# ad_scan_ctrl

**ad_scan_ctrl: signal wires on met3**

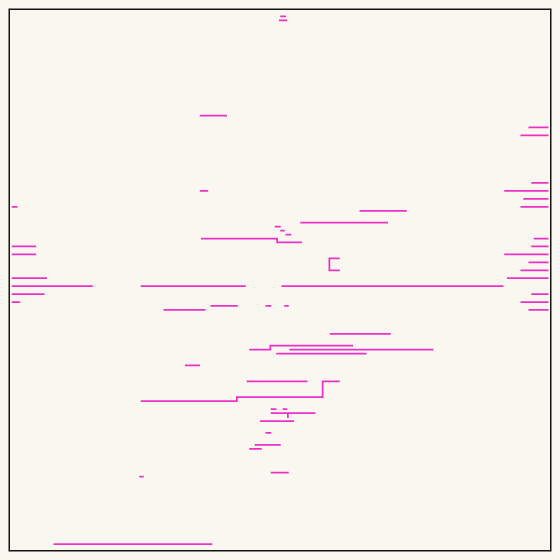

File: config.mk
export PLATFORM = sky130hd
export DESIGN_NAME = ad_scan_ctrl
export DESIGN_NICKNAME = d
export VERILOG_FILES = /design/src/rtl/ad_scan_pkg.sv /design/src/rtl/ad_spi_rx.sv /design/src/rtl/ad_scan_ctrl.sv
export SDC_FILE = /design/constraint.sdc
export NUM_CORES = 1
export LEC_CHECK = 0
export ABC_AREA = 1
export CAP_MARGIN = 20
export CORE_MARGIN = 2
export CORE_UTILIZATION = 50
export DETAILED_ROUTE_END_ITERATION = 8
export PLACE_DENSITY = 0.81
export SLEW_MARGIN = 20
export SYNTH_ARGS = -nofsm -noshare
export SYNTH_HDL_FRONTEND = slang
export SYNTH_SLANG_ARGS = --single-unit
File: constraint.sdc
create_clock -name CLK_100M -period 2.25 [get_ports CLK_100M]
set_input_delay 0.45 -clock CLK_100M [delete_from_list [all_inputs] [get_ports CLK_100M]]
set_output_delay 0.45 -clock CLK_100M [all_outputs]
set_load 0.03 [all_outputs]
File: src/rtl/ad_scan_pkg.sv
// Shared types and defaults for the analog front-end scan sequencer.
//   state_e    : sequencer FSM states
//   ch_pick_t  : result of a priority search over the latched channel mask
//   pick_from  : lowest set mask bit at or above a starting index
`timescale 1ns/1ps
package ad_scan_pkg;

  typedef enum logic [2:0] {
    StIdle,
    StSettle,
    StCnv,
    StConv,
    StShift,
    StStore
  } state_e;

  localparam int unsigned DefDataW      = 16;
  localparam int unsigned DefNch        = 8;
  localparam int unsigned DefSclkHalf   = 4;
  localparam int unsigned DefSettleCyc  = 50;
  localparam int unsigned DefCnvLowCyc  = 2;
  localparam int unsigned DefConvCyc    = 100;

  // Channel index is 3 bits wide, so the mux never has more than 8 inputs.
  localparam int unsigned NchMax = 8;

  typedef struct packed {
    logic       found;
    logic [2:0] idx;
  } ch_pick_t;

  function automatic ch_pick_t pick_from(input logic [NchMax-1:0] mask,
                                         input logic [3:0]        from);
    ch_pick_t pick;
    pick = '0;
    // Walk downwards so the lowest qualifying bit is the last one written.
    for (int i = NchMax - 1; i >= 0; i--) begin
      if (mask[i] && (4'(i) >= from)) begin
        pick.found = 1'b1;
        pick.idx   = 3'(i);
      end
    end
    return pick;
  endfunction

endpackage

File: src/rtl/ad_spi_rx.sv
// SCLK generator and MSB-first shift register for the serial SAR ADC.
//   clk_i   : system clock
//   rst_i   : synchronous active-high reset, aborts any transfer
//   go_i    : one-cycle start; SCLK is high on the following cycle
//   sdout_i : raw ADC serial data (synchronised here)
//   sclk_o  : ADC serial clock, idles low
//   done_o  : high on the last cycle of the transfer
//   data_o  : received word
`timescale 1ns/1ps
module ad_spi_rx #(
  parameter int unsigned DATA_W    = 16,
  parameter int unsigned SCLK_HALF = 4
) (
  input  logic              clk_i,
  input  logic              rst_i,
  input  logic              go_i,
  input  logic              sdout_i,
  output logic              sclk_o,
  output logic              done_o,
  output logic [DATA_W-1:0] data_o
);

  localparam int unsigned HalfW = $clog2(SCLK_HALF + 1);
  localparam int unsigned BitW  = $clog2(DATA_W + 1);

  logic [1:0]        sync_q;
  logic              active_q, active_d;
  logic              sclk_q, sclk_d;
  logic [HalfW-1:0]  half_q, half_d;
  logic [BitW-1:0]   bits_q, bits_d;
  logic [DATA_W-1:0] shreg_q, shreg_d;

  always_comb begin
    active_d = active_q;
    sclk_d   = sclk_q;
    half_d   = half_q;
    bits_d   = bits_q;
    shreg_d  = shreg_q;
    done_o   = active_q & ~sclk_q & (half_q == '0) & (bits_q == '0);
    if (go_i) begin
      active_d = 1'b1;
      sclk_d   = 1'b1;
      half_d   = HalfW'(SCLK_HALF - 1);
      bits_d   = BitW'(DATA_W);
    end else if (active_q) begin
      if (half_q != '0) begin
        half_d = half_q - HalfW'(1);
      end else if (sclk_q) begin
        // Falling edge: capture the synchronised bit.
        sclk_d  = 1'b0;
        half_d  = HalfW'(SCLK_HALF - 1);
        bits_d  = bits_q - BitW'(1);
        shreg_d = {shreg_q[DATA_W-2:0], sync_q[1]};
      end else if (bits_q != '0) begin
        sclk_d = 1'b1;
        half_d = HalfW'(SCLK_HALF - 1);
      end else begin
        active_d = 1'b0;
      end
    end
  end

  always_ff @(posedge clk_i) begin
    if (rst_i) begin
      sync_q   <= '0;
      active_q <= 1'b0;
      sclk_q   <= 1'b0;
      half_q   <= '0;
      bits_q   <= '0;
      shreg_q  <= '0;
    end else begin
      sync_q   <= {sync_q[0], sdout_i};
      active_q <= active_d;
      sclk_q   <= sclk_d;
      half_q   <= half_d;
      bits_q   <= bits_d;
      shreg_q  <= shreg_d;
    end
  end

  assign sclk_o = sclk_q;
  assign data_o = shreg_q;

endmodule

File: src/rtl/ad_scan_ctrl.sv
// Scan sequencer for the 8-input analog front end: selects each enabled mux channel,
// waits for settling, pulses conversion start, shifts the result in and reports it.
//   CLK_100M, rst          : clock, synchronous active-high reset
//   scan_en, scan_start    : continuous / single scan triggers
//   ch_mask                : channels to include, latched at scan start
//   ad_sclk, ad_cnvst_n,
//   ad_sdout, ad_sel       : ADC and mux pins
//   smp_valid/ch/data      : per-channel result strobe
//   scan_done, busy        : scan status
`timescale 1ns/1ps
module ad_scan_ctrl
  import ad_scan_pkg::*;
#(
  parameter int unsigned DATA_W      = DefDataW,
  parameter int unsigned NCH         = DefNch,
  parameter int unsigned SCLK_HALF   = DefSclkHalf,
  parameter int unsigned SETTLE_CYC  = DefSettleCyc,
  parameter int unsigned CNV_LOW_CYC = DefCnvLowCyc,
  parameter int unsigned CONV_CYC    = DefConvCyc
) (
  input  logic              CLK_100M,
  input  logic              rst,
  input  logic              scan_en,
  input  logic              scan_start,
  input  logic [NCH-1:0]    ch_mask,
  output logic              ad_sclk,
  output logic              ad_cnvst_n,
  input  logic              ad_sdout,
  output logic [NCH-1:0]    ad_sel,
  output logic              smp_valid,
  output logic [2:0]        smp_ch,
  output logic [DATA_W-1:0] smp_data,
  output logic              scan_done,
  output logic              busy
);

  localparam int unsigned MaxCyc =
    (SETTLE_CYC > CONV_CYC) ?
      ((SETTLE_CYC > CNV_LOW_CYC) ? SETTLE_CYC : CNV_LOW_CYC) :
      ((CONV_CYC > CNV_LOW_CYC) ? CONV_CYC : CNV_LOW_CYC);
  localparam int unsigned CntW = $clog2(MaxCyc + 1);

  state_e              state_q, state_d;
  logic [CntW-1:0]     cnt_q, cnt_d;
  logic [NchMax-1:0]   mask_q, mask_d, mask_in;
  logic [NCH-1:0]      sel_q, sel_d;
  logic [2:0]          idx_q, idx_d;
  logic                cnvst_n_q, busy_q, done_q, valid_q;
  logic [2:0]          smp_ch_q;
  logic [DATA_W-1:0]   smp_data_q;
  logic                spi_go, spi_done;
  logic [DATA_W-1:0]   spi_data;
  ch_pick_t            first_pick, next_pick;

  always_comb begin
    mask_in = '0;
    mask_in[NCH-1:0] = ch_mask;
  end

  assign first_pick = pick_from(mask_in, 4'd0);
  assign next_pick  = pick_from(mask_q, {1'b0, idx_q} + 4'd1);

  always_comb begin
    state_d = state_q;
    cnt_d   = cnt_q;
    mask_d  = mask_q;
    sel_d   = sel_q;
    idx_d   = idx_q;
    spi_go  = 1'b0;
    unique case (state_q)
      StIdle: begin
        if ((scan_en || scan_start) && first_pick.found) begin
          mask_d = mask_in;
          idx_d  = first_pick.idx;
          sel_d  = '0;
          sel_d[first_pick.idx] = 1'b1;
          cnt_d   = CntW'(SETTLE_CYC - 1);
          state_d = StSettle;
        end
      end
      StSettle: begin
        if (cnt_q == '0) begin
          cnt_d   = CntW'(CNV_LOW_CYC - 1);
          state_d = StCnv;
        end else begin
          cnt_d = cnt_q - CntW'(1);
        end
      end
      StCnv: begin
        if (cnt_q == '0) begin
          cnt_d   = CntW'(CONV_CYC - 1);
          state_d = StConv;
        end else begin
          cnt_d = cnt_q - CntW'(1);
        end
      end
      StConv: begin
        if (cnt_q == '0) begin
          // Start SCLK now so its first high cycle is the first SHIFT cycle.
          spi_go  = 1'b1;
          state_d = StShift;
        end else begin
          cnt_d = cnt_q - CntW'(1);
        end
      end
      StShift: begin
        if (spi_done) state_d = StStore;
      end
      StStore: begin
        if (next_pick.found) begin
          idx_d  = next_pick.idx;
          sel_d  = '0;
          sel_d[next_pick.idx] = 1'b1;
          cnt_d   = CntW'(SETTLE_CYC - 1);
          state_d = StSettle;
        end else begin
          sel_d   = '0;
          state_d = StIdle;
        end
      end
      default: state_d = StIdle;
    endcase
  end

  always_ff @(posedge CLK_100M) begin
    if (rst) begin
      state_q    <= StIdle;
      cnt_q      <= '0;
      mask_q     <= '0;
      sel_q      <= '0;
      idx_q      <= '0;
      cnvst_n_q  <= 1'b1;
      busy_q     <= 1'b0;
      done_q     <= 1'b0;
      valid_q    <= 1'b0;
      smp_ch_q   <= '0;
      smp_data_q <= '0;
    end else begin
      state_q   <= state_d;
      cnt_q     <= cnt_d;
      mask_q    <= mask_d;
      sel_q     <= sel_d;
      idx_q     <= idx_d;
      // Pin-facing strobes are registered from the next state so they align with it.
      cnvst_n_q <= (state_d != StCnv);
      busy_q    <= (state_d != StIdle);
      done_q    <= (state_q == StStore) && (state_d == StIdle);
      valid_q   <= (state_d == StStore);
      if (state_d == StStore) begin
        smp_ch_q   <= idx_q;
        smp_data_q <= spi_data;
      end
    end
  end

  ad_spi_rx #(
    .DATA_W    (DATA_W),
    .SCLK_HALF (SCLK_HALF)
  ) u_spi_rx (
    .clk_i   (CLK_100M),
    .rst_i   (rst),
    .go_i    (spi_go),
    .sdout_i (ad_sdout),
    .sclk_o  (ad_sclk),
    .done_o  (spi_done),
    .data_o  (spi_data)
  );

  assign ad_cnvst_n = cnvst_n_q;
  assign ad_sel     = sel_q;
  assign smp_valid  = valid_q;
  assign smp_ch     = smp_ch_q;
  assign smp_data   = smp_data_q;
  assign scan_done  = done_q;
  assign busy       = busy_q;

endmodule

# wb_sram_bank_ctrl_flat

===== src/rtl/wb_sram_bank_ctrl_if.sv =====
// Wishbone classic slave-side signal bundle for the SRAM bank controller.
// The signal names keep the Caravel _i/_o suffixes as seen from the slave.
interface wb_sram_bank_ctrl_if;

   logic        wbs_stb_i;
   logic        wbs_cyc_i;
   logic        wbs_we_i;
   logic [3:0]  wbs_sel_i;
   logic [31:0] wbs_adr_i;
   logic [31:0] wbs_dat_i;
   logic        wbs_ack_o;
   logic [31:0] wbs_dat_o;

   modport master (
      output wbs_stb_i, wbs_cyc_i, wbs_we_i, wbs_sel_i, wbs_adr_i, wbs_dat_i,
      input  wbs_ack_o, wbs_dat_o
   );

   modport slave (
      input  wbs_stb_i, wbs_cyc_i, wbs_we_i, wbs_sel_i, wbs_adr_i, wbs_dat_i,
      output wbs_ack_o, wbs_dat_o
   );

endinterface


===== src/rtl/wb_sram_bank_ctrl.sv =====
// Wishbone classic slave that maps a byte-addressed window onto a row of
// 1-cycle-latency SRAM macros through their RW port, with fully registered outputs.
module wb_sram_bank_ctrl #(
   parameter int          NUM_BANKS  = 5,
   parameter int          DATA_WIDTH = 32,
   parameter logic [31:0] ADDR_BASE  = 32'h3000_0000
) (
   input  logic                            wb_clk_i,
   input  logic                            wb_rst_ni,
   wb_sram_bank_ctrl_if.slave              wb,
   output logic [NUM_BANKS-1:0]            sram_csb0,
   output logic                            sram_web0,
   output logic [3:0]                      sram_wmask0,
   output logic [8:0]                      sram_addr0,
   output logic [DATA_WIDTH-1:0]           sram_din0,
   input  logic [NUM_BANKS*DATA_WIDTH-1:0] sram_dout0
);

   typedef enum logic [1:0] {
      IDLE,
      ACCESS,
      RDWAIT,
      ACK
   } state_t;

   state_t state_q, state_d;

   logic [2:0]            bank_q, bank_d;
   logic                  we_q, we_d;
   logic [NUM_BANKS-1:0]  csb_d;
   logic                  web_d;
   logic [3:0]            wmask_d;
   logic [8:0]            addr_d;
   logic [DATA_WIDTH-1:0] din_d;
   logic                  ack_d;
   logic [DATA_WIDTH-1:0] dat_o_d;
   logic [DATA_WIDTH-1:0] rd_word;

   logic       hit;
   logic       req;
   logic [2:0] req_bank;
   logic [8:0] req_word;
   logic       unused_adr_lsbs;

   assign hit             = (wb.wbs_adr_i[31:14] == ADDR_BASE[31:14]);
   assign req             = wb.wbs_stb_i & wb.wbs_cyc_i & hit;
   assign req_bank        = wb.wbs_adr_i[13:11];
   assign req_word        = wb.wbs_adr_i[10:2];
   assign unused_adr_lsbs = ^wb.wbs_adr_i[1:0];

   // Out-of-range banks match no entry, so their reads naturally come back as zero.
   always_comb begin
      rd_word = '0;
      for (int b = 0; b < NUM_BANKS; b++) begin
         if (bank_q == 3'(b)) begin
            rd_word = sram_dout0[b*DATA_WIDTH +: DATA_WIDTH];
         end
      end
   end

   // Macro inputs are computed one cycle ahead so they are flops during ACCESS.
   always_comb begin
      state_d = state_q;
      bank_d  = bank_q;
      we_d    = we_q;
      csb_d   = '1;
      web_d   = sram_web0;
      wmask_d = sram_wmask0;
      addr_d  = sram_addr0;
      din_d   = sram_din0;
      dat_o_d = wb.wbs_dat_o;

      case (state_q)
         IDLE: begin
            if (req) begin
               state_d = ACCESS;
               bank_d  = req_bank;
               we_d    = wb.wbs_we_i;
               web_d   = ~wb.wbs_we_i;
               wmask_d = wb.wbs_sel_i;
               addr_d  = req_word;
               din_d   = wb.wbs_dat_i;
               for (int b = 0; b < NUM_BANKS; b++) begin
                  if (req_bank == 3'(b)) begin
                     csb_d[b] = 1'b0;
                  end
               end
            end
         end
         ACCESS: begin
            if (!wb.wbs_cyc_i) begin
               state_d = IDLE;
            end else begin
               state_d = we_q ? ACK : RDWAIT;
            end
         end
         RDWAIT: begin
            dat_o_d = rd_word;
            state_d = wb.wbs_cyc_i ? ACK : IDLE;
         end
         ACK: begin
            state_d = IDLE;
         end
         default: begin
            state_d = IDLE;
         end
      endcase

      ack_d = (state_d == ACK);
   end

   // Synchronous active-low reset drops any in-flight transaction without an ack.
   always_ff @(posedge wb_clk_i) begin
      if (!wb_rst_ni) begin
         state_q      <= IDLE;
         bank_q       <= '0;
         we_q         <= 1'b0;
         sram_csb0    <= '1;
         sram_web0    <= 1'b1;
         sram_wmask0  <= '0;
         sram_addr0   <= '0;
         sram_din0    <= '0;
         wb.wbs_ack_o <= 1'b0;
         wb.wbs_dat_o <= '0;
      end else begin
         state_q      <= state_d;
         bank_q       <= bank_d;
         we_q         <= we_d;
         sram_csb0    <= csb_d;
         sram_web0    <= web_d;
         sram_wmask0  <= wmask_d;
         sram_addr0   <= addr_d;
         sram_din0    <= din_d;
         wb.wbs_ack_o <= ack_d;
         wb.wbs_dat_o <= dat_o_d;
      end
   end

endmodule

===== src/flat_wrapper.sv =====
// flat-port wrapper written by rule: the top's interface ports become plain ports
module wb_sram_bank_ctrl_flat 
#(
   parameter int          NUM_BANKS  = 5,
   parameter int          DATA_WIDTH = 32,
   parameter logic [31:0] ADDR_BASE  = 32'h3000_0000
)
  (wb_clk_i, wb_rst_ni, sram_csb0, sram_web0, sram_wmask0, sram_addr0, sram_din0, sram_dout0, wb_wbs_stb_i, wb_wbs_cyc_i, wb_wbs_we_i, wb_wbs_sel_i, wb_wbs_adr_i, wb_wbs_dat_i, wb_wbs_ack_o, wb_wbs_dat_o);
  wb_sram_bank_ctrl_if wb_i ();
  input  logic wb_clk_i;
  input  logic wb_rst_ni;
  output logic [NUM_BANKS-1:0] sram_csb0;
  output logic sram_web0;
  output logic [3:0] sram_wmask0;
  output logic [8:0] sram_addr0;
  output logic [DATA_WIDTH-1:0] sram_din0;
  input  logic [NUM_BANKS*DATA_WIDTH-1:0] sram_dout0;
  input wire logic [$bits(wb_i.wbs_stb_i)-1:0] wb_wbs_stb_i;
  input wire logic [$bits(wb_i.wbs_cyc_i)-1:0] wb_wbs_cyc_i;
  input wire logic [$bits(wb_i.wbs_we_i)-1:0] wb_wbs_we_i;
  input wire logic [$bits(wb_i.wbs_sel_i)-1:0] wb_wbs_sel_i;
  input wire logic [$bits(wb_i.wbs_adr_i)-1:0] wb_wbs_adr_i;
  input wire logic [$bits(wb_i.wbs_dat_i)-1:0] wb_wbs_dat_i;
  output wire logic [$bits(wb_i.wbs_ack_o)-1:0] wb_wbs_ack_o;
  output wire logic [$bits(wb_i.wbs_dat_o)-1:0] wb_wbs_dat_o;
  assign wb_i.wbs_stb_i = wb_wbs_stb_i;
  assign wb_i.wbs_cyc_i = wb_wbs_cyc_i;
  assign wb_i.wbs_we_i = wb_wbs_we_i;
  assign wb_i.wbs_sel_i = wb_wbs_sel_i;
  assign wb_i.wbs_adr_i = wb_wbs_adr_i;
  assign wb_i.wbs_dat_i = wb_wbs_dat_i;
  assign wb_wbs_ack_o = wb_i.wbs_ack_o;
  assign wb_wbs_dat_o = wb_i.wbs_dat_o;
  wb_sram_bank_ctrl #(.NUM_BANKS(NUM_BANKS), .DATA_WIDTH(DATA_WIDTH), .ADDR_BASE(ADDR_BASE)) u_core (.wb_clk_i(wb_clk_i), .wb_rst_ni(wb_rst_ni), .wb(wb_i), .sram_csb0(sram_csb0), .sram_web0(sram_web0), .sram_wmask0(sram_wmask0), .sram_addr0(sram_addr0), .sram_din0(sram_din0), .sram_dout0(sram_dout0));
endmodule

===== config.mk =====
export PLATFORM = sky130hd
export DESIGN_NAME = wb_sram_bank_ctrl_flat
export DESIGN_NICKNAME = d
export VERILOG_FILES = /design/src/rtl/wb_sram_bank_ctrl_if.sv /design/src/rtl/wb_sram_bank_ctrl.sv /design/src/flat_wrapper.sv
export SDC_FILE = /design/constraint.sdc
export NUM_CORES = 1
export LEC_CHECK = 0
export ABC_AREA = 1
export CORE_AREA = 2 2 123 125
export CTS_BUF_LIST = sky130_fd_sc_hd__clkbuf_4 sky130_fd_sc_hd__clkbuf_8
export DETAILED_ROUTE_END_ITERATION = 12
export DIE_AREA = 0 0 125 127
export GPL_TIMING_DRIVEN = 0
export PLACE_DENSITY = 0.75
export SLEW_MARGIN = 20
export SYNTH_ARGS = -nofsm -noshare
export SYNTH_HDL_FRONTEND = slang
export SYNTH_SLANG_ARGS = --single-unit
export TNS_END_PERCENT = 20

===== constraint.sdc =====
create_clock -name wb_clk_i -period 1.6 [get_ports wb_clk_i]
set_clock_uncertainty 0.1 [all_clocks]
set_input_delay 0.4 -clock wb_clk_i [delete_from_list [all_inputs] [get_ports wb_clk_i]]
set_output_delay 0.4 -clock wb_clk_i [all_outputs]
set_load 0.05 [all_outputs]

# pipelined_barrel_shifter

===== config.mk =====
export PLATFORM = sky130hd
export DESIGN_NAME = pipelined_barrel_shifter
export DESIGN_NICKNAME = d
export VERILOG_FILES = /design/src/rtl/pipelined_barrel_shifter.sv
export SDC_FILE = /design/constraint.sdc
export NUM_CORES = 1
export LEC_CHECK = 0
export CORE_MARGIN = 1.5
export CORE_UTILIZATION = 64
export DETAILED_ROUTE_END_ITERATION = 12
export GPL_ROUTABILITY_DRIVEN = 0
export HOLD_SLACK_MARGIN = 0.02
export PLACE_DENSITY = 0.86
export SETUP_SLACK_MARGIN = 0.1
export SLEW_MARGIN = 20
export SYNTH_ARGS = -nofsm -noshare
export SYNTH_HDL_FRONTEND = slang
export SYNTH_SLANG_ARGS = --single-unit

===== constraint.sdc =====
create_clock -name clk -period 19 [get_ports clk]
set_clock_uncertainty 0.15 [all_clocks]
set_input_delay 1.9 -clock clk [delete_from_list [all_inputs] [get_ports clk]]
set_output_delay 1.9 -clock clk [all_outputs]
set_load 0.02 [all_outputs]

===== src/rtl/pipelined_barrel_shifter.sv =====
// Pipelined barrel shifter, one power-of-two shift per register stage.
// Logical/arithmetic shifts and rotates, global stall on back-pressure.
module pipelined_barrel_shifter #(
   parameter int WIDTH = 32,
   parameter int SAW   = $clog2(WIDTH)
) (
   input  logic             clk,
   input  logic             rst,
   input  logic             in_valid,
   output logic             in_ready,
   input  logic [WIDTH-1:0] d,
   input  logic [SAW-1:0]   sa,
   input  logic             right,
   input  logic             arith,
   input  logic             rot,
   output logic             out_valid,
   input  logic             out_ready,
   output logic [WIDTH-1:0] sh,
   output logic             z
);

   function automatic logic [WIDTH-1:0] step(
      input logic [WIDTH-1:0] x,
      input int               k,
      input logic             take,
      input logic             r,
      input logic             a,
      input logic             ro,
      input logic             s
   );
      logic [2*WIDTH-1:0] ext;
      logic [WIDTH-1:0]   fill;
      fill = (a && s) ? '1 : '0;
      if (!take) return x;
      if (r) begin
         ext = {ro ? x : fill, x} >> (1 << k);
         return ext[WIDTH-1:0];
      end
      ext = {x, ro ? x : {WIDTH{1'b0}}} << (1 << k);
      return ext[2*WIDTH-1:WIDTH];
   endfunction

   logic             en;
   logic [SAW-1:0]   vld;
   logic [WIDTH-1:0] dat [SAW];
   logic [WIDTH-1:0] nxt [SAW];
   logic [SAW-1:0]   sam [SAW-1];
   logic [SAW-2:0]   rgt;
   logic [SAW-2:0]   ari;
   logic [SAW-2:0]   rtt;
   logic [SAW-2:0]   sgn;

   assign en        = !out_valid || out_ready;
   assign in_ready  = en;
   assign out_valid = vld[SAW-1];
   assign sh        = dat[SAW-1];

   // sgn carries the input MSB so later stages fill with the true sign
   always_comb begin
      nxt[0] = step(d, 0, sa[0], right, arith, rot, d[WIDTH-1]);
      for (int k = 1; k < SAW; k++)
         nxt[k] = step(dat[k-1], k, sam[k-1][0], rgt[k-1],
                       ari[k-1], rtt[k-1], sgn[k-1]);
   end

   always_ff @(posedge clk or posedge rst) begin
      if (rst) begin
         vld <= '0;
         rgt <= '0;
         ari <= '0;
         rtt <= '0;
         sgn <= '0;
         z   <= 1'b0;
         for (int k = 0; k < SAW; k++)
            dat[k] <= '0;
         for (int k = 0; k < SAW - 1; k++)
            sam[k] <= '0;
      end else if (en) begin
         vld <= {vld[SAW-2:0], in_valid};
         rgt <= {rgt[SAW-3:0], right};
         ari <= {ari[SAW-3:0], arith};
         rtt <= {rtt[SAW-3:0], rot};
         sgn <= {sgn[SAW-3:0], d[WIDTH-1]};
         // sa bits are consumed from the bottom, one per stage
         sam[0] <= sa >> 1;
         for (int k = 1; k < SAW - 1; k++)
            sam[k] <= sam[k-1] >> 1;
         for (int k = 0; k < SAW; k++)
            dat[k] <= nxt[k];
         z <= (nxt[SAW-1] == '0);
      end
   end

endmodule


# switch_mcu_exec_sequencer_flat

`src/rtl/switch_mcu_exec_sequencer_if.sv`:
```
// Instruction- and data-memory handshake bundle for the switch MCU
// exec sequencer.
//
//   out_imem_req   sequencer -> imem  fetch request, held until ack
//   out_imem_addr  sequencer -> imem  fetch address (current PC)
//   in_imem_ack    imem -> sequencer  fetch data valid this cycle
//   in_imem_rdata  imem -> sequencer  fetched instruction word
//   out_dmem_req   sequencer -> dmem  data access request, held until ack
//   in_dmem_ack    dmem -> sequencer  data access complete
//
// The master modport is the sequencer side; the slave modport is the
// memory side.
interface switch_mcu_exec_sequencer_if;
  logic        out_imem_req;
  logic [31:0] out_imem_addr;
  logic        in_imem_ack;
  logic [31:0] in_imem_rdata;
  logic        out_dmem_req;
  logic        in_dmem_ack;

  modport master (
    output out_imem_req,
    output out_imem_addr,
    input  in_imem_ack,
    input  in_imem_rdata,
    output out_dmem_req,
    input  in_dmem_ack
  );

  modport slave (
    input  out_imem_req,
    input  out_imem_addr,
    output in_imem_ack,
    output in_imem_rdata,
    input  out_dmem_req,
    output in_dmem_ack
  );
endinterface

```
`src/rtl/switch_mcu_exec_sequencer.sv`:
```
// Fetch/execute sequencer for the switch MCU core. Owns the PC and the
// instruction latch, runs the instruction fetch handshake, drives the
// decode/execute/writeback phase to the decoder and ALU, stalls on data
// memory accesses, applies branch redirects and handles halt/resume.
//
// Ports:
//   in_clk            core clock, rising edge
//   in_rst            synchronous active-low reset
//   in_run            level, start request sampled in IDLE
//   bus               imem/dmem handshake (master side)
//   out_inst          latched instruction
//   out_cycle_cnt     phase: 0 decode, 1 execute, 2 writeback, F none
//   out_pc_reg        PC of the instruction in flight
//   in_mem_op         decoded load/store, sampled in EXEC
//   in_branch_taken   redirect request, sampled in WB
//   in_branch_target  redirect address, sampled in WB
//   in_halt           decoded ecall/ebreak, sampled in WB
//   in_resume         leaves HALT
//   out_halted        high while halted
//   out_trap          sticky misaligned-redirect flag
//   out_retired_cnt   retired instruction count
module switch_mcu_exec_sequencer #(
  parameter logic [31:0] RESET_PC = 32'h0000_0004
) (
  input  logic                               in_clk,
  input  logic                               in_rst,
  input  logic                               in_run,
  switch_mcu_exec_sequencer_if.master        bus,
  output logic [31:0]                        out_inst,
  output logic [3:0]                         out_cycle_cnt,
  output logic [31:0]                        out_pc_reg,
  input  logic                               in_mem_op,
  input  logic                               in_branch_taken,
  input  logic [31:0]                        in_branch_target,
  input  logic                               in_halt,
  input  logic                               in_resume,
  output logic                               out_halted,
  output logic                               out_trap,
  output logic [31:0]                        out_retired_cnt
);

  typedef enum logic [2:0] {
    ST_IDLE,
    ST_FETCH,
    ST_DECODE,
    ST_EXEC,
    ST_MEM,
    ST_WB,
    ST_HALT
  } state_t;

  localparam logic [3:0] PHASE_NONE = 4'hF;

  state_t      state;
  state_t      state_next;
  logic [31:0] pc_next;
  logic [31:0] inst_next;
  logic        trap_next;
  logic [31:0] retired_next;
  logic [3:0]  cycle_next;
  logic [31:0] pc_plus4;

  assign pc_plus4          = out_pc_reg + 32'd4;
  assign bus.out_imem_addr = out_pc_reg;

  // State and every output are registered. Outputs are derived from the
  // next state so that they line up with the state they describe.
  always_ff @(posedge in_clk) begin
    if (!in_rst) begin
      state            <= ST_IDLE;
      out_pc_reg       <= RESET_PC;
      out_inst         <= 32'd0;
      out_cycle_cnt    <= PHASE_NONE;
      bus.out_imem_req <= 1'b0;
      bus.out_dmem_req <= 1'b0;
      out_halted       <= 1'b0;
      out_trap         <= 1'b0;
      out_retired_cnt  <= 32'd0;
    end else begin
      state            <= state_next;
      out_pc_reg       <= pc_next;
      out_inst         <= inst_next;
      out_cycle_cnt    <= cycle_next;
      bus.out_imem_req <= (state_next == ST_FETCH);
      bus.out_dmem_req <= (state_next == ST_MEM);
      out_halted       <= (state_next == ST_HALT);
      out_trap         <= trap_next;
      out_retired_cnt  <= retired_next;
    end
  end

  // Next-state, PC, latch, trap and retire logic. In WB a halt wins over
  // a branch; a misaligned taken branch traps without retiring.
  always_comb begin
    state_next   = state;
    pc_next      = out_pc_reg;
    inst_next    = out_inst;
    trap_next    = out_trap;
    retired_next = out_retired_cnt;

    case (state)
      ST_IDLE: begin
        if (in_run) state_next = ST_FETCH;
      end
      ST_FETCH: begin
        if (bus.in_imem_ack) begin
          inst_next  = bus.in_imem_rdata;
          state_next = ST_DECODE;
        end
      end
      ST_DECODE: begin
        state_next = ST_EXEC;
      end
      ST_EXEC: begin
        state_next = in_mem_op ? ST_MEM : ST_WB;
      end
      ST_MEM: begin
        if (bus.in_dmem_ack) state_next = ST_WB;
      end
      ST_WB: begin
        if (in_halt) begin
          state_next   = ST_HALT;
          retired_next = out_retired_cnt + 32'd1;
        end else if (in_branch_taken && (in_branch_target[1:0] != 2'b00)) begin
          state_next = ST_HALT;
          trap_next  = 1'b1;
        end else begin
          state_next   = ST_FETCH;
          retired_next = out_retired_cnt + 32'd1;
          pc_next      = in_branch_taken ? in_branch_target : pc_plus4;
        end
      end
      ST_HALT: begin
        if (in_resume) begin
          state_next = ST_FETCH;
          pc_next    = pc_plus4;
        end
      end
      default: begin
        state_next = ST_IDLE;
      end
    endcase
  end

  // Phase code presented to the decoder and ALU for the upcoming state.
  always_comb begin
    cycle_next = PHASE_NONE;
    case (state_next)
      ST_DECODE: cycle_next = 4'd0;
      ST_EXEC:   cycle_next = 4'd1;
      ST_WB:     cycle_next = 4'd2;
      default:   cycle_next = PHASE_NONE;
    endcase
  end

endmodule
```
`src/flat_wrapper.sv`:
```
// flat-port wrapper written by rule: the top's interface ports become plain ports
module switch_mcu_exec_sequencer_flat 
#(
  parameter logic [31:0] RESET_PC = 32'h0000_0004
)
  (in_clk, in_rst, in_run, out_inst, out_cycle_cnt, out_pc_reg, in_mem_op, in_branch_taken, in_branch_target, in_halt, in_resume, out_halted, out_trap, out_retired_cnt, bus_out_imem_req, bus_out_imem_addr, bus_in_imem_ack, bus_in_imem_rdata, bus_out_dmem_req, bus_in_dmem_ack);
  switch_mcu_exec_sequencer_if bus_i ();
  input  logic in_clk;
  input  logic in_rst;
  input  logic in_run;
  output logic [31:0] out_inst;
  output logic [3:0] out_cycle_cnt;
  output logic [31:0] out_pc_reg;
  input  logic in_mem_op;
  input  logic in_branch_taken;
  input  logic [31:0] in_branch_target;
  input  logic in_halt;
  input  logic in_resume;
  output logic out_halted;
  output logic out_trap;
  output logic [31:0] out_retired_cnt;
  output wire logic [$bits(bus_i.out_imem_req)-1:0] bus_out_imem_req;
  output wire logic [$bits(bus_i.out_imem_addr)-1:0] bus_out_imem_addr;
  input wire logic [$bits(bus_i.in_imem_ack)-1:0] bus_in_imem_ack;
  input wire logic [$bits(bus_i.in_imem_rdata)-1:0] bus_in_imem_rdata;
  output wire logic [$bits(bus_i.out_dmem_req)-1:0] bus_out_dmem_req;
  input wire logic [$bits(bus_i.in_dmem_ack)-1:0] bus_in_dmem_ack;
  assign bus_out_imem_req = bus_i.out_imem_req;
  assign bus_out_imem_addr = bus_i.out_imem_addr;
  assign bus_i.in_imem_ack = bus_in_imem_ack;
  assign bus_i.in_imem_rdata = bus_in_imem_rdata;
  assign bus_out_dmem_req = bus_i.out_dmem_req;
  assign bus_i.in_dmem_ack = bus_in_dmem_ack;
  switch_mcu_exec_sequencer #(.RESET_PC(RESET_PC)) u_core (.in_clk(in_clk), .in_rst(in_rst), .in_run(in_run), .bus(bus_i), .out_inst(out_inst), .out_cycle_cnt(out_cycle_cnt), .out_pc_reg(out_pc_reg), .in_mem_op(in_mem_op), .in_branch_taken(in_branch_taken), .in_branch_target(in_branch_target), .in_halt(in_halt), .in_resume(in_resume), .out_halted(out_halted), .out_trap(out_trap), .out_retired_cnt(out_retired_cnt));
endmodule
```
`config.mk`:
```
export PLATFORM = sky130hd
export DESIGN_NAME = switch_mcu_exec_sequencer_flat
export DESIGN_NICKNAME = d
export VERILOG_FILES = /design/src/rtl/switch_mcu_exec_sequencer_if.sv /design/src/rtl/switch_mcu_exec_sequencer.sv /design/src/flat_wrapper.sv
export SDC_FILE = /design/constraint.sdc
export NUM_CORES = 1
export LEC_CHECK = 0
export CORE_MARGIN = 2
export CORE_UTILIZATION = 50
export DETAILED_ROUTE_END_ITERATION = 10
export DONT_BUFFER_PORTS = 1
export PLACE_DENSITY_LB_ADDON = 0.1
export SLEW_MARGIN = 10
export SYNTH_ARGS = -nofsm -noshare
export SYNTH_HDL_FRONTEND = slang
export SYNTH_SLANG_ARGS = --single-unit
export TNS_END_PERCENT = 50
```
`constraint.sdc`:
```
create_clock -name in_clk -period 2.1 [get_ports in_clk]
set_input_delay 0.525 -clock in_clk [delete_from_list [all_inputs] [get_ports in_clk]]
set_output_delay 0.525 -clock in_clk [all_outputs]
set_load 0.02 [all_outputs]
```
**pipelined_barrel_shifter: signal wires on met3**

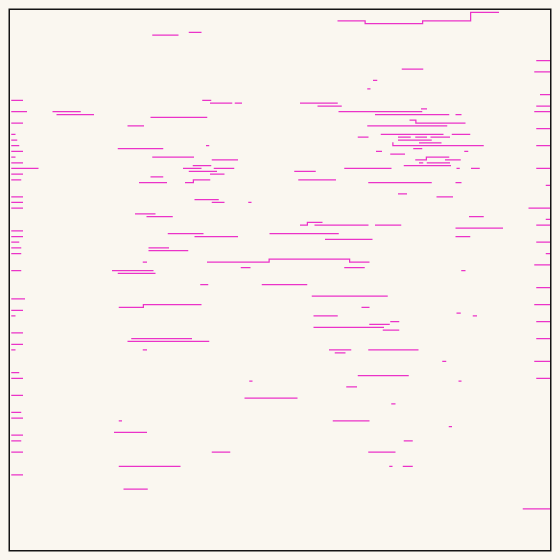
main direction	horizontal
wire length on this layer	950 µm
share of all routed wire	4.4%
nets with wire on the layer	129
longest straight run	21.6 µm
vias post-DR: 8,357
overall routed net length: 21.7 mm

==> results.ini, pipelined_barrel_shifter <==
[critical_path]
crit_path_start=out_ready
cp_num_cells=6
cp_data_arrival_time_ns=4.37
timing.rr.end=z
critPathKind=input port to primary output

[placement]
dp_hpwl_mm=14.3
place_worst_setup_slack_ns=12.56

[run_status]
outcome=finished, final reports clean

[cells_and_area]
layout.cells.most_common_list=sky130_fd_sc_hd__nand2_1 (358), sky130_fd_sc_hd__o21ai_0 (243), sky130_fd_sc_hd__dfrtp_1 (192), sky130_fd_sc_hd__mux2i_1 (112), sky130_fd_sc_hd__clkdlybuf4s50_1 (77)
clock_cell_area_share_pct=5.37

[synthesis]
yosys_area_mm2=0.0102
post_synth_and_or_nand_nor_area_fraction_pct=17.5

[die]
floorplan.tapcells=216
boundaryPins=79

[power]
comb_cell_power_w=0.000793

[grt]
first_global_vias=7495

[route]
wl_met1_mm=9.42
detailroute.wirelength.met3_um=950

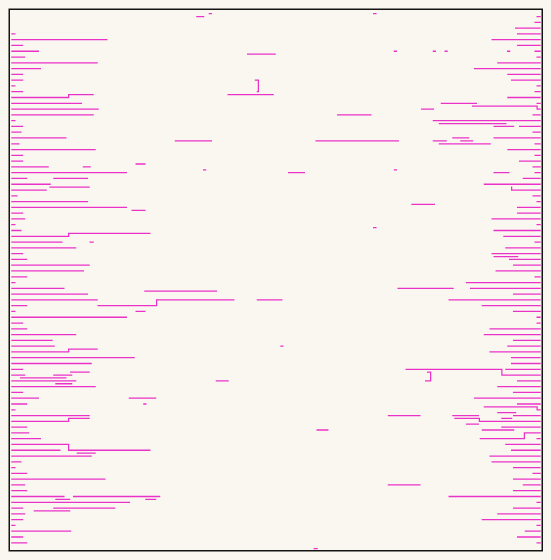
**Above:** wb_sram_bank_ctrl_flat (signal wires on met3).
nets with wire on the layer	223
longest straight run	28.8 µm
share of all routed wire	8.5%
main direction	horizontal
Global Route met3 Usage: 6.41%
overall routed net length: 22.6 mm
vias post-DR: 6,829

==> results.ini, wb_sram_bank_ctrl_flat <==
[power]
p_sw_share_pct=23.5
p_switching_w=0.00109
internal_power_contribution_w=0.00355
standby_leakage_power_nw=4.61

[timing]
report.final.setup_viol=0
final-hold-violation-count=0

[cells_and_area]
nonClkBufAreaFrac_pct=39.3
layout.core_utilization_pct=63.9
comb-cell-share_pct=30.5
layout.area.comb_mm2=0.00281

[placement]
placedCellCount=1347

[run_status]
outcome=finished, final reports clean

[critical_path]
path_max_fanout=2
rr_worst_depth=8

[die]
boundaryPins=317

[synthesis]
yosysWarningCount=0
synth.ff_latch_count=90
ys_cells=849

[route]
route.top_layer_used=met4

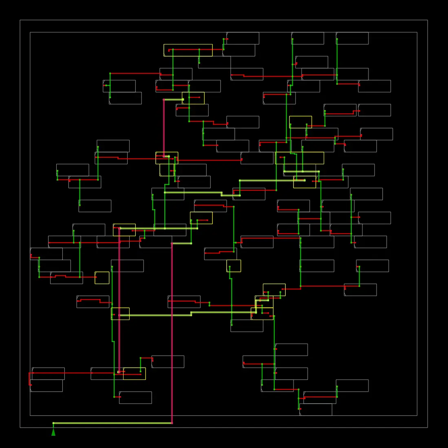
**Above:** ad_scan_ctrl (clock wiring as the flow saved it).
clock network latency to the later pin of the worst-skew pair: 0.37 ns
Clock Buffer Count: 9
maximum clock skew at final layout: 0.0211 ns
count of clock tree sinks: 80

## Picture notes: 'signal wires on met3' of ad_scan_ctrl
longest straight run	37.7 µm
wire length on this layer	388 µm
Global Route met3 Usage: 3.17%
overall routed net length: 8.16 mm

==> results.ini, ad_scan_ctrl <==
[run_status]
outcome=finished, final reports clean

[die]
core_util_floorplan_pct=51.3

[cells_and_area]
clock_cell_area_share_pct=4.93
non_clock_buffer_count=53
layout.cells.most_common_list=sky130_fd_sc_hd__nor2_1 (108), sky130_fd_sc_hd__dfxtp_1 (78), sky130_fd_sc_hd__inv_1 (65), sky130_fd_sc_hd__nand2_1 (62), sky130_fd_sc_hd__o21ai_0 (60)
fin_cells=691

[timing]
layout_min_cycle_time_ns=1.98
period_used_pct=88.0
fin_ws_ns=0.271

[route]
wl_met1_mm=3.76
routed_wire_length_per_instance_um=11.8
antenna_violating_nets_left=0

[critical_path]
cp_cell_sequence=inv_1, ha_1, o21ai_0, nor2_2, nor2_2, nand3_1, o21ai_1, and2_1, nand3_1

[placement]
dp_hpwl_mm=6.00
numPortBuffers=44
finalWeightedCongestion=0.894

[synthesis]
post_synth_num_cell_types=42

[hold_path]
holdCritPathClass=flop to flop

[grt]
grt_pass1_wl_mm=14.1

[clock_tree]
cts_post_setup_buffers_inserted=0

[power]
post-layout-total-power_w=0.00376

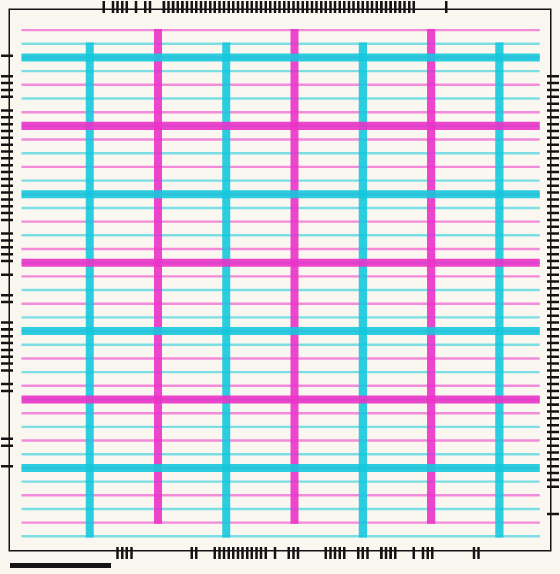
**Above:** switch_mcu_exec_sequencer_flat (supply network).
Scale bar: 20 µm. Pins as bars on the die edge.
net	color
VSS	cyan
VDD	magenta
rows	37
met1 rails	38
signal pins	209
met4 straps	7
die height: 107 µm
die extent in x: 107 µm
area of the core region: 0.0104 mm²

==> results.ini, switch_mcu_exec_sequencer_flat <==
[synthesis]
mappedNetlistNets=746
postSynthSeqShare_pct=39.7
synth.cellmix.compoundShare_pct=19.2
ys_async_sr_fraction_pct=0

[run_status]
outcome=finished, final reports clean

[die]
die_area_mm2=0.0115

[placement]
placed_cell_area_mm2=0.00575

[hold_path]
whs_path_depth=1

[grt]
gr-usage-met3_pct=7.26
grt_pass1_wl_mm=23.8

[critical_path]
timing.critical_path.slowest_stage_cell=sky130_fd_sc_hd__and3_1
worstSetupStartpointType=flop
critPathKind=flop to flop

[cells_and_area]
layout.core_utilization_pct=57.2
final_area_mm2=0.00593

[power]
standby_leakage_power_nw=2.21
power.share.sequential_pct=59.1

[timing]
layout_min_cycle_time_ns=1.97

[route]
wl_met1_mm=5.94


==> screenshots <==
Routed metal, one color a layer.
image #1
Scale bar: 50 µm. Only two layers are drawn.
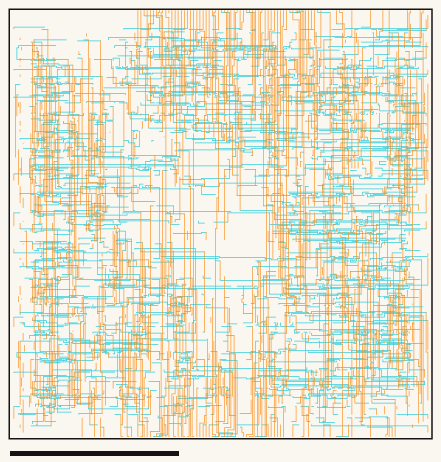
image #2
Scale bar: 20 µm. Only two layers are drawn.
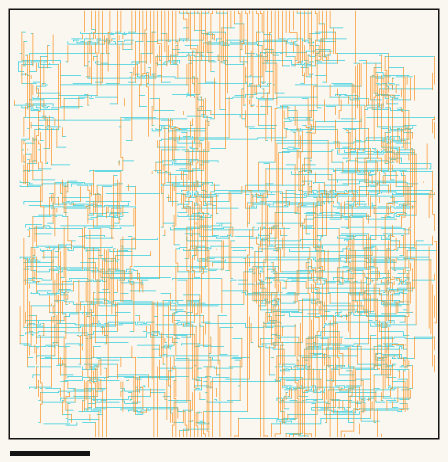
image #3
Scale bar: 50 µm. Only two layers are drawn.
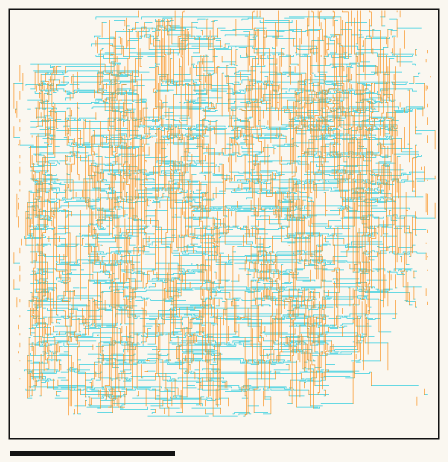
image #4
Scale bar: 20 µm. Only two layers are drawn.
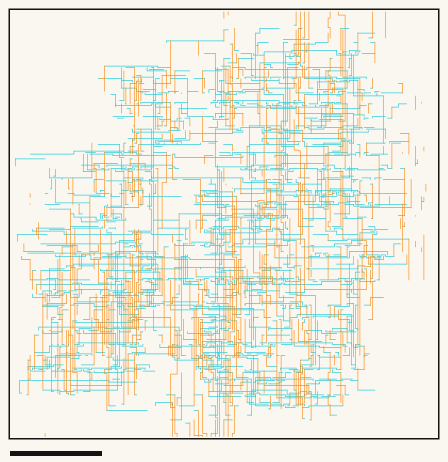
- image #1 = wb_sram_bank_ctrl_flat
- image #2 = switch_mcu_exec_sequencer_flat
- image #4 = ad_scan_ctrl
- image #3 = pipelined_barrel_shifter
- least wire: image #4


# bcd7_scan_driver_flat

**bcd7_scan_driver_flat: signal wires on met3**

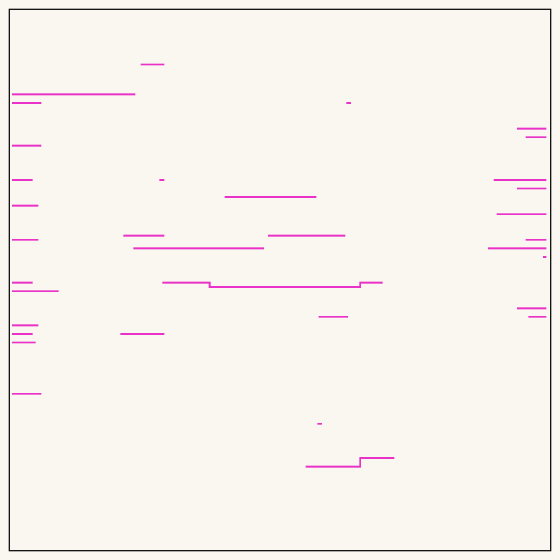
**bcd7_scan_driver_flat: supply network**

Scale bar: 20 µm. Pins as bars on the die edge.
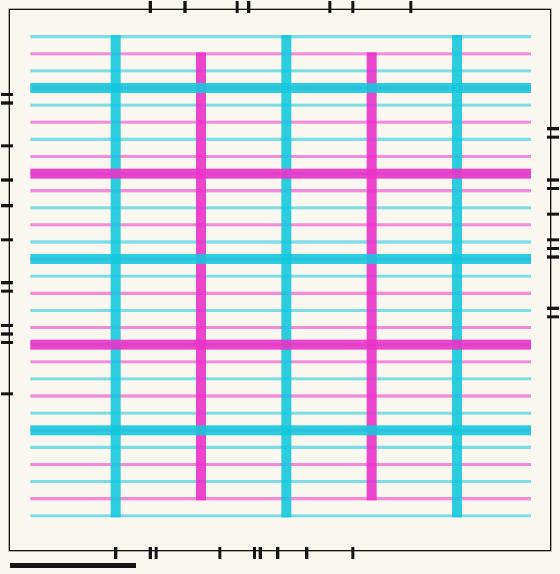
**bcd7_scan_driver_flat: routed metal, one color a layer**

Scale bar: 20 µm. Only two layers are drawn.
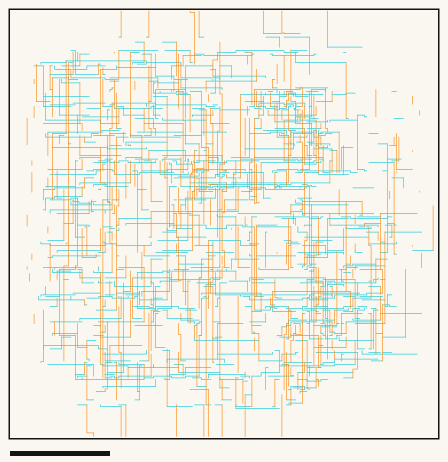
$ cat src/rtl/bcd7_scan_driver_if.sv
// Host-side bundle for the 4-digit 7-segment scan driver: value load and scan outputs.
interface bcd7_scan_driver_if;
    logic        load;
    logic [15:0] value;
    logic [3:0]  dp;
    logic        lz_blank;
    logic        pending;
    logic        frame_tick;
    logic [11:0] bcd7;

    modport master (
        output load, value, dp, lz_blank,
        input  pending, frame_tick, bcd7
    );

    modport slave (
        input  load, value, dp, lz_blank,
        output pending, frame_tick, bcd7
    );
endinterface

$ cat src/rtl/bcd7_scan_driver.sv
// Time-multiplexed 4-digit 7-segment scan driver producing the 12-bit bcd7 bus.
// New values are swapped in only at frame boundaries so a frame never tears.
module bcd7_scan_driver #(
    parameter int unsigned SCAN_DIV     = 50000,
    parameter int unsigned BLANK_CYCLES = 500,
    parameter bit          ACTIVE_LOW   = 1'b1
) (
    input  logic              clk,
    input  logic              reset,
    bcd7_scan_driver_if.slave bus
);

    localparam int unsigned      CNT_W     = (SCAN_DIV > 1) ? $clog2(SCAN_DIV) : 1;
    localparam logic [CNT_W-1:0] CNT_LAST  = CNT_W'(SCAN_DIV - 1);
    localparam logic [CNT_W-1:0] BLANK_END = CNT_W'(BLANK_CYCLES);
    localparam logic [11:0]      OFF_WORD  = ACTIVE_LOW ? 12'hFFF : 12'h000;

    logic [CNT_W-1:0] cnt;
    logic [1:0]       idx;
    logic [15:0]      shadow_val;
    logic [3:0]       shadow_dp;
    logic [15:0]      disp_val;
    logic [3:0]       disp_dp;
    logic             pending_q;
    logic             frame_tick_q;
    logic [11:0]      bcd7_q;

    logic             wrap_c;
    logic             bnd_c;
    logic [3:0]       nib_c;
    logic             higher_zero_c;
    logic [6:0]       seg_c;
    logic [3:0]       sel_c;
    logic [11:0]      word_c;
    logic [11:0]      bcd7_nxt_c;

    function automatic logic [6:0] hex_to_seg(input logic [3:0] nib);
        case (nib)
            4'h0: return 7'h3F;
            4'h1: return 7'h06;
            4'h2: return 7'h5B;
            4'h3: return 7'h4F;
            4'h4: return 7'h66;
            4'h5: return 7'h6D;
            4'h6: return 7'h7D;
            4'h7: return 7'h07;
            4'h8: return 7'h7F;
            4'h9: return 7'h6F;
            4'hA: return 7'h77;
            4'hB: return 7'h7C;
            4'hC: return 7'h39;
            4'hD: return 7'h5E;
            4'hE: return 7'h79;
            default: return 7'h71;
        endcase
    endfunction

    // Slot timing and the frame boundary (last cycle of digit 3's slot)
    always_comb begin
        wrap_c = (cnt == CNT_LAST);
        bnd_c  = wrap_c && (idx == 2'd3);
    end

    // Next output word for the current (cnt, idx); leading zeros only blank segments
    always_comb begin
        nib_c         = 4'h0;
        higher_zero_c = 1'b0;
        case (idx)
            2'd0: begin
                nib_c         = disp_val[3:0];
                higher_zero_c = 1'b0;
            end
            2'd1: begin
                nib_c         = disp_val[7:4];
                higher_zero_c = (disp_val[15:4] == 12'h000);
            end
            2'd2: begin
                nib_c         = disp_val[11:8];
                higher_zero_c = (disp_val[15:8] == 8'h00);
            end
            default: begin
                nib_c         = disp_val[15:12];
                higher_zero_c = (disp_val[15:12] == 4'h0);
            end
        endcase
        seg_c      = (bus.lz_blank && higher_zero_c) ? 7'h00 : hex_to_seg(nib_c);
        sel_c      = (cnt >= BLANK_END) ? (4'b0001 << idx) : 4'b0000;
        word_c     = {sel_c, disp_dp[idx], seg_c};
        bcd7_nxt_c = ACTIVE_LOW ? ~word_c : word_c;
    end

    always_ff @(posedge clk or posedge reset) begin
        if (reset) begin
            cnt          <= '0;
            idx          <= 2'd0;
            shadow_val   <= 16'h0000;
            shadow_dp    <= 4'h0;
            disp_val     <= 16'h0000;
            disp_dp      <= 4'h0;
            pending_q    <= 1'b0;
            frame_tick_q <= 1'b0;
            bcd7_q       <= OFF_WORD;
        end else begin
            cnt          <= wrap_c ? '0 : cnt + CNT_W'(1);
            idx          <= wrap_c ? idx + 2'd1 : idx;
            frame_tick_q <= bnd_c;
            bcd7_q       <= bcd7_nxt_c;

            // A load on the boundary cycle bypasses the shadow entirely
            if (bnd_c) begin
                if (bus.load) begin
                    disp_val  <= bus.value;
                    disp_dp   <= bus.dp;
                    pending_q <= 1'b0;
                end else if (pending_q) begin
                    disp_val  <= shadow_val;
                    disp_dp   <= shadow_dp;
                    pending_q <= 1'b0;
                end
            end else if (bus.load) begin
                shadow_val <= bus.value;
                shadow_dp  <= bus.dp;
                pending_q  <= 1'b1;
            end
        end
    end

    assign bus.pending    = pending_q;
    assign bus.frame_tick = frame_tick_q;
    assign bus.bcd7       = bcd7_q;

endmodule

$ cat src/flat_wrapper.sv
// flat-port wrapper written by rule: the top's interface ports become plain ports
module bcd7_scan_driver_flat 
#(
    parameter int unsigned SCAN_DIV     = 50000,
    parameter int unsigned BLANK_CYCLES = 500,
    parameter bit          ACTIVE_LOW   = 1'b1
)
  (clk, reset, bus_load, bus_value, bus_dp, bus_lz_blank, bus_pending, bus_frame_tick, bus_bcd7);
  bcd7_scan_driver_if bus_i ();
  input  logic clk;
  input  logic reset;
  input wire logic [$bits(bus_i.load)-1:0] bus_load;
  input wire logic [$bits(bus_i.value)-1:0] bus_value;
  input wire logic [$bits(bus_i.dp)-1:0] bus_dp;
  input wire logic [$bits(bus_i.lz_blank)-1:0] bus_lz_blank;
  output wire logic [$bits(bus_i.pending)-1:0] bus_pending;
  output wire logic [$bits(bus_i.frame_tick)-1:0] bus_frame_tick;
  output wire logic [$bits(bus_i.bcd7)-1:0] bus_bcd7;
  assign bus_i.load = bus_load;
  assign bus_i.value = bus_value;
  assign bus_i.dp = bus_dp;
  assign bus_i.lz_blank = bus_lz_blank;
  assign bus_pending = bus_i.pending;
  assign bus_frame_tick = bus_i.frame_tick;
  assign bus_bcd7 = bus_i.bcd7;
  bcd7_scan_driver #(.SCAN_DIV(SCAN_DIV), .BLANK_CYCLES(BLANK_CYCLES), .ACTIVE_LOW(ACTIVE_LOW)) u_core (.clk(clk), .reset(reset), .bus(bus_i));
endmodule
$ cat config.mk
export PLATFORM = sky130hd
export DESIGN_NAME = bcd7_scan_driver_flat
export DESIGN_NICKNAME = d
export VERILOG_FILES = /design/src/rtl/bcd7_scan_driver_if.sv /design/src/rtl/bcd7_scan_driver.sv /design/src/flat_wrapper.sv
export SDC_FILE = /design/constraint.sdc
export NUM_CORES = 1
export LEC_CHECK = 0
export CORE_MARGIN = 3
export CORE_UTILIZATION = 54
export CTS_CLUSTER_SIZE = 14
export DETAILED_ROUTE_END_ITERATION = 8
export PLACE_DENSITY = 0.75
export SYNTH_ARGS = -nofsm -noshare
export SYNTH_HDL_FRONTEND = slang
export SYNTH_SLANG_ARGS = --single-unit
$ cat constraint.sdc
create_clock -name clk -period 2.8 [get_ports clk]
set_input_delay 0.84 -clock clk [delete_from_list [all_inputs] [get_ports clk]]
set_output_delay 0.84 -clock clk [all_outputs]
set_load 0.02 [all_outputs]
==> results.ini <==
[power]
clk-power_w=0.000832
power-per-cell-area_mw_per_mm2=504
powerSeq_w=0.00109
p_sw_share_pct=21.6

[hold_path]
holdCritPathClass=flop to flop

[critical_path]
worst-r2r-setup-slack_ns=0.52
critical_path_required_time_ns=1.96

[cells_and_area]
layout.cells.most_common_list=sky130_fd_sc_hd__dfrtp_1 (60), sky130_fd_sc_hd__clkdlybuf4s50_1 (37), sky130_fd_sc_hd__nand2_1 (33), sky130_fd_sc_hd__mux2i_1 (22), sky130_fd_sc_hd__nor2_1 (21)
layout.core_utilization_pct=67.7

[route]
wl_met1_mm=2.83
drt_iter0_drc=131

[grt]
grt_max_degree=73

[timing]
tns_ns=0
layout_min_cycle_time_ns=2.30
period_used_pct=82.1
timing.max_slew.rel_slack_pct=50.2

[placement]
dp_hpwl_mm=4.22

[synthesis]
netlist.top_cell.by_instances=sky130_fd_sc_hd__dfrtp_1
yosys.area.top_type_share_pct=43.6
synthTopLogicFamily=multiplexers

[clock_tree]
max-clock-path-buffers=2

[run_status]
outcome=finished, final reports clean

Notes on 'signal wires on met3' of bcd7_scan_driver_flat above:
share of all routed wire	3.8%
nets with wire on the layer	26
longest straight run	23.9 µm
overall routed net length: 6.00 mm
Global Route met3 Usage: 3.84%
vias post-DR: 2,277

Notes on 'supply network' of bcd7_scan_driver_flat above:
net	color
VDD	magenta
VSS	cyan
rows	28
met1 rails	29
met5 straps	5
die extent in x: 85.8 µm
die height: 85.8 µm
worst vdd ir: 347 µV
area of the core region: 0.00606 mm²

Notes on 'routed metal, one color a layer' of bcd7_scan_driver_flat above:
layer	color	wire length
metal 2	orange	2,820 µm
metal 1	cyan	2,830 µm
wire per inst: 14.2 µm
overall routing resource usage: 18.9%



==> screenshots <==
M2 wires.
picture 1
Scale bar: 50 µm.
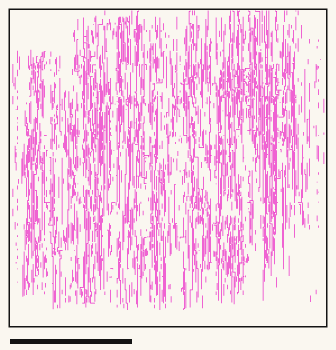
picture 2
Scale bar: 20 µm.
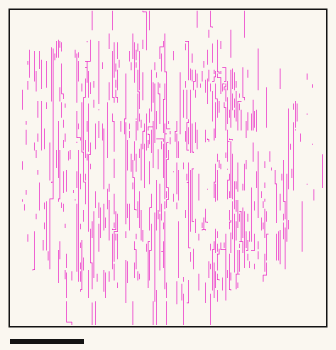
picture 3
Scale bar: 20 µm.
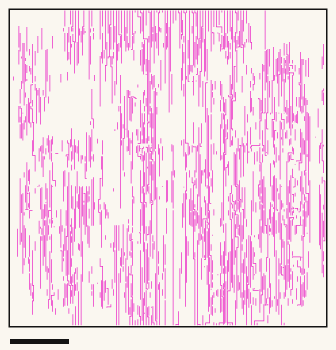
picture 4
Scale bar: 20 µm.
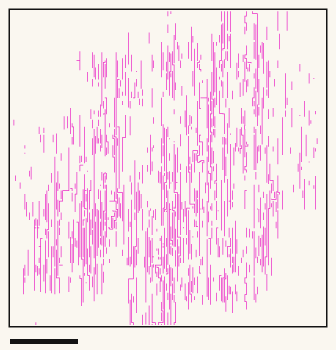
picture 5
Scale bar: 50 µm.
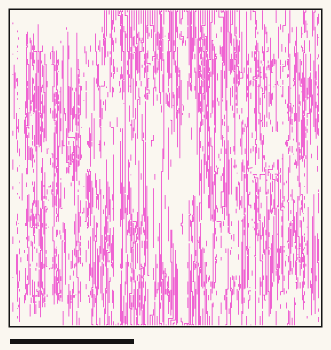
- picture 4 = ad_scan_ctrl
- picture 5 = wb_sram_bank_ctrl_flat
- picture 3 = switch_mcu_exec_sequencer_flat
- picture 2 = bcd7_scan_driver_flat
- picture 1 = pipelined_barrel_shifter
The one with the smallest die is picture 2.

Power and IR drop assume default switching activity.
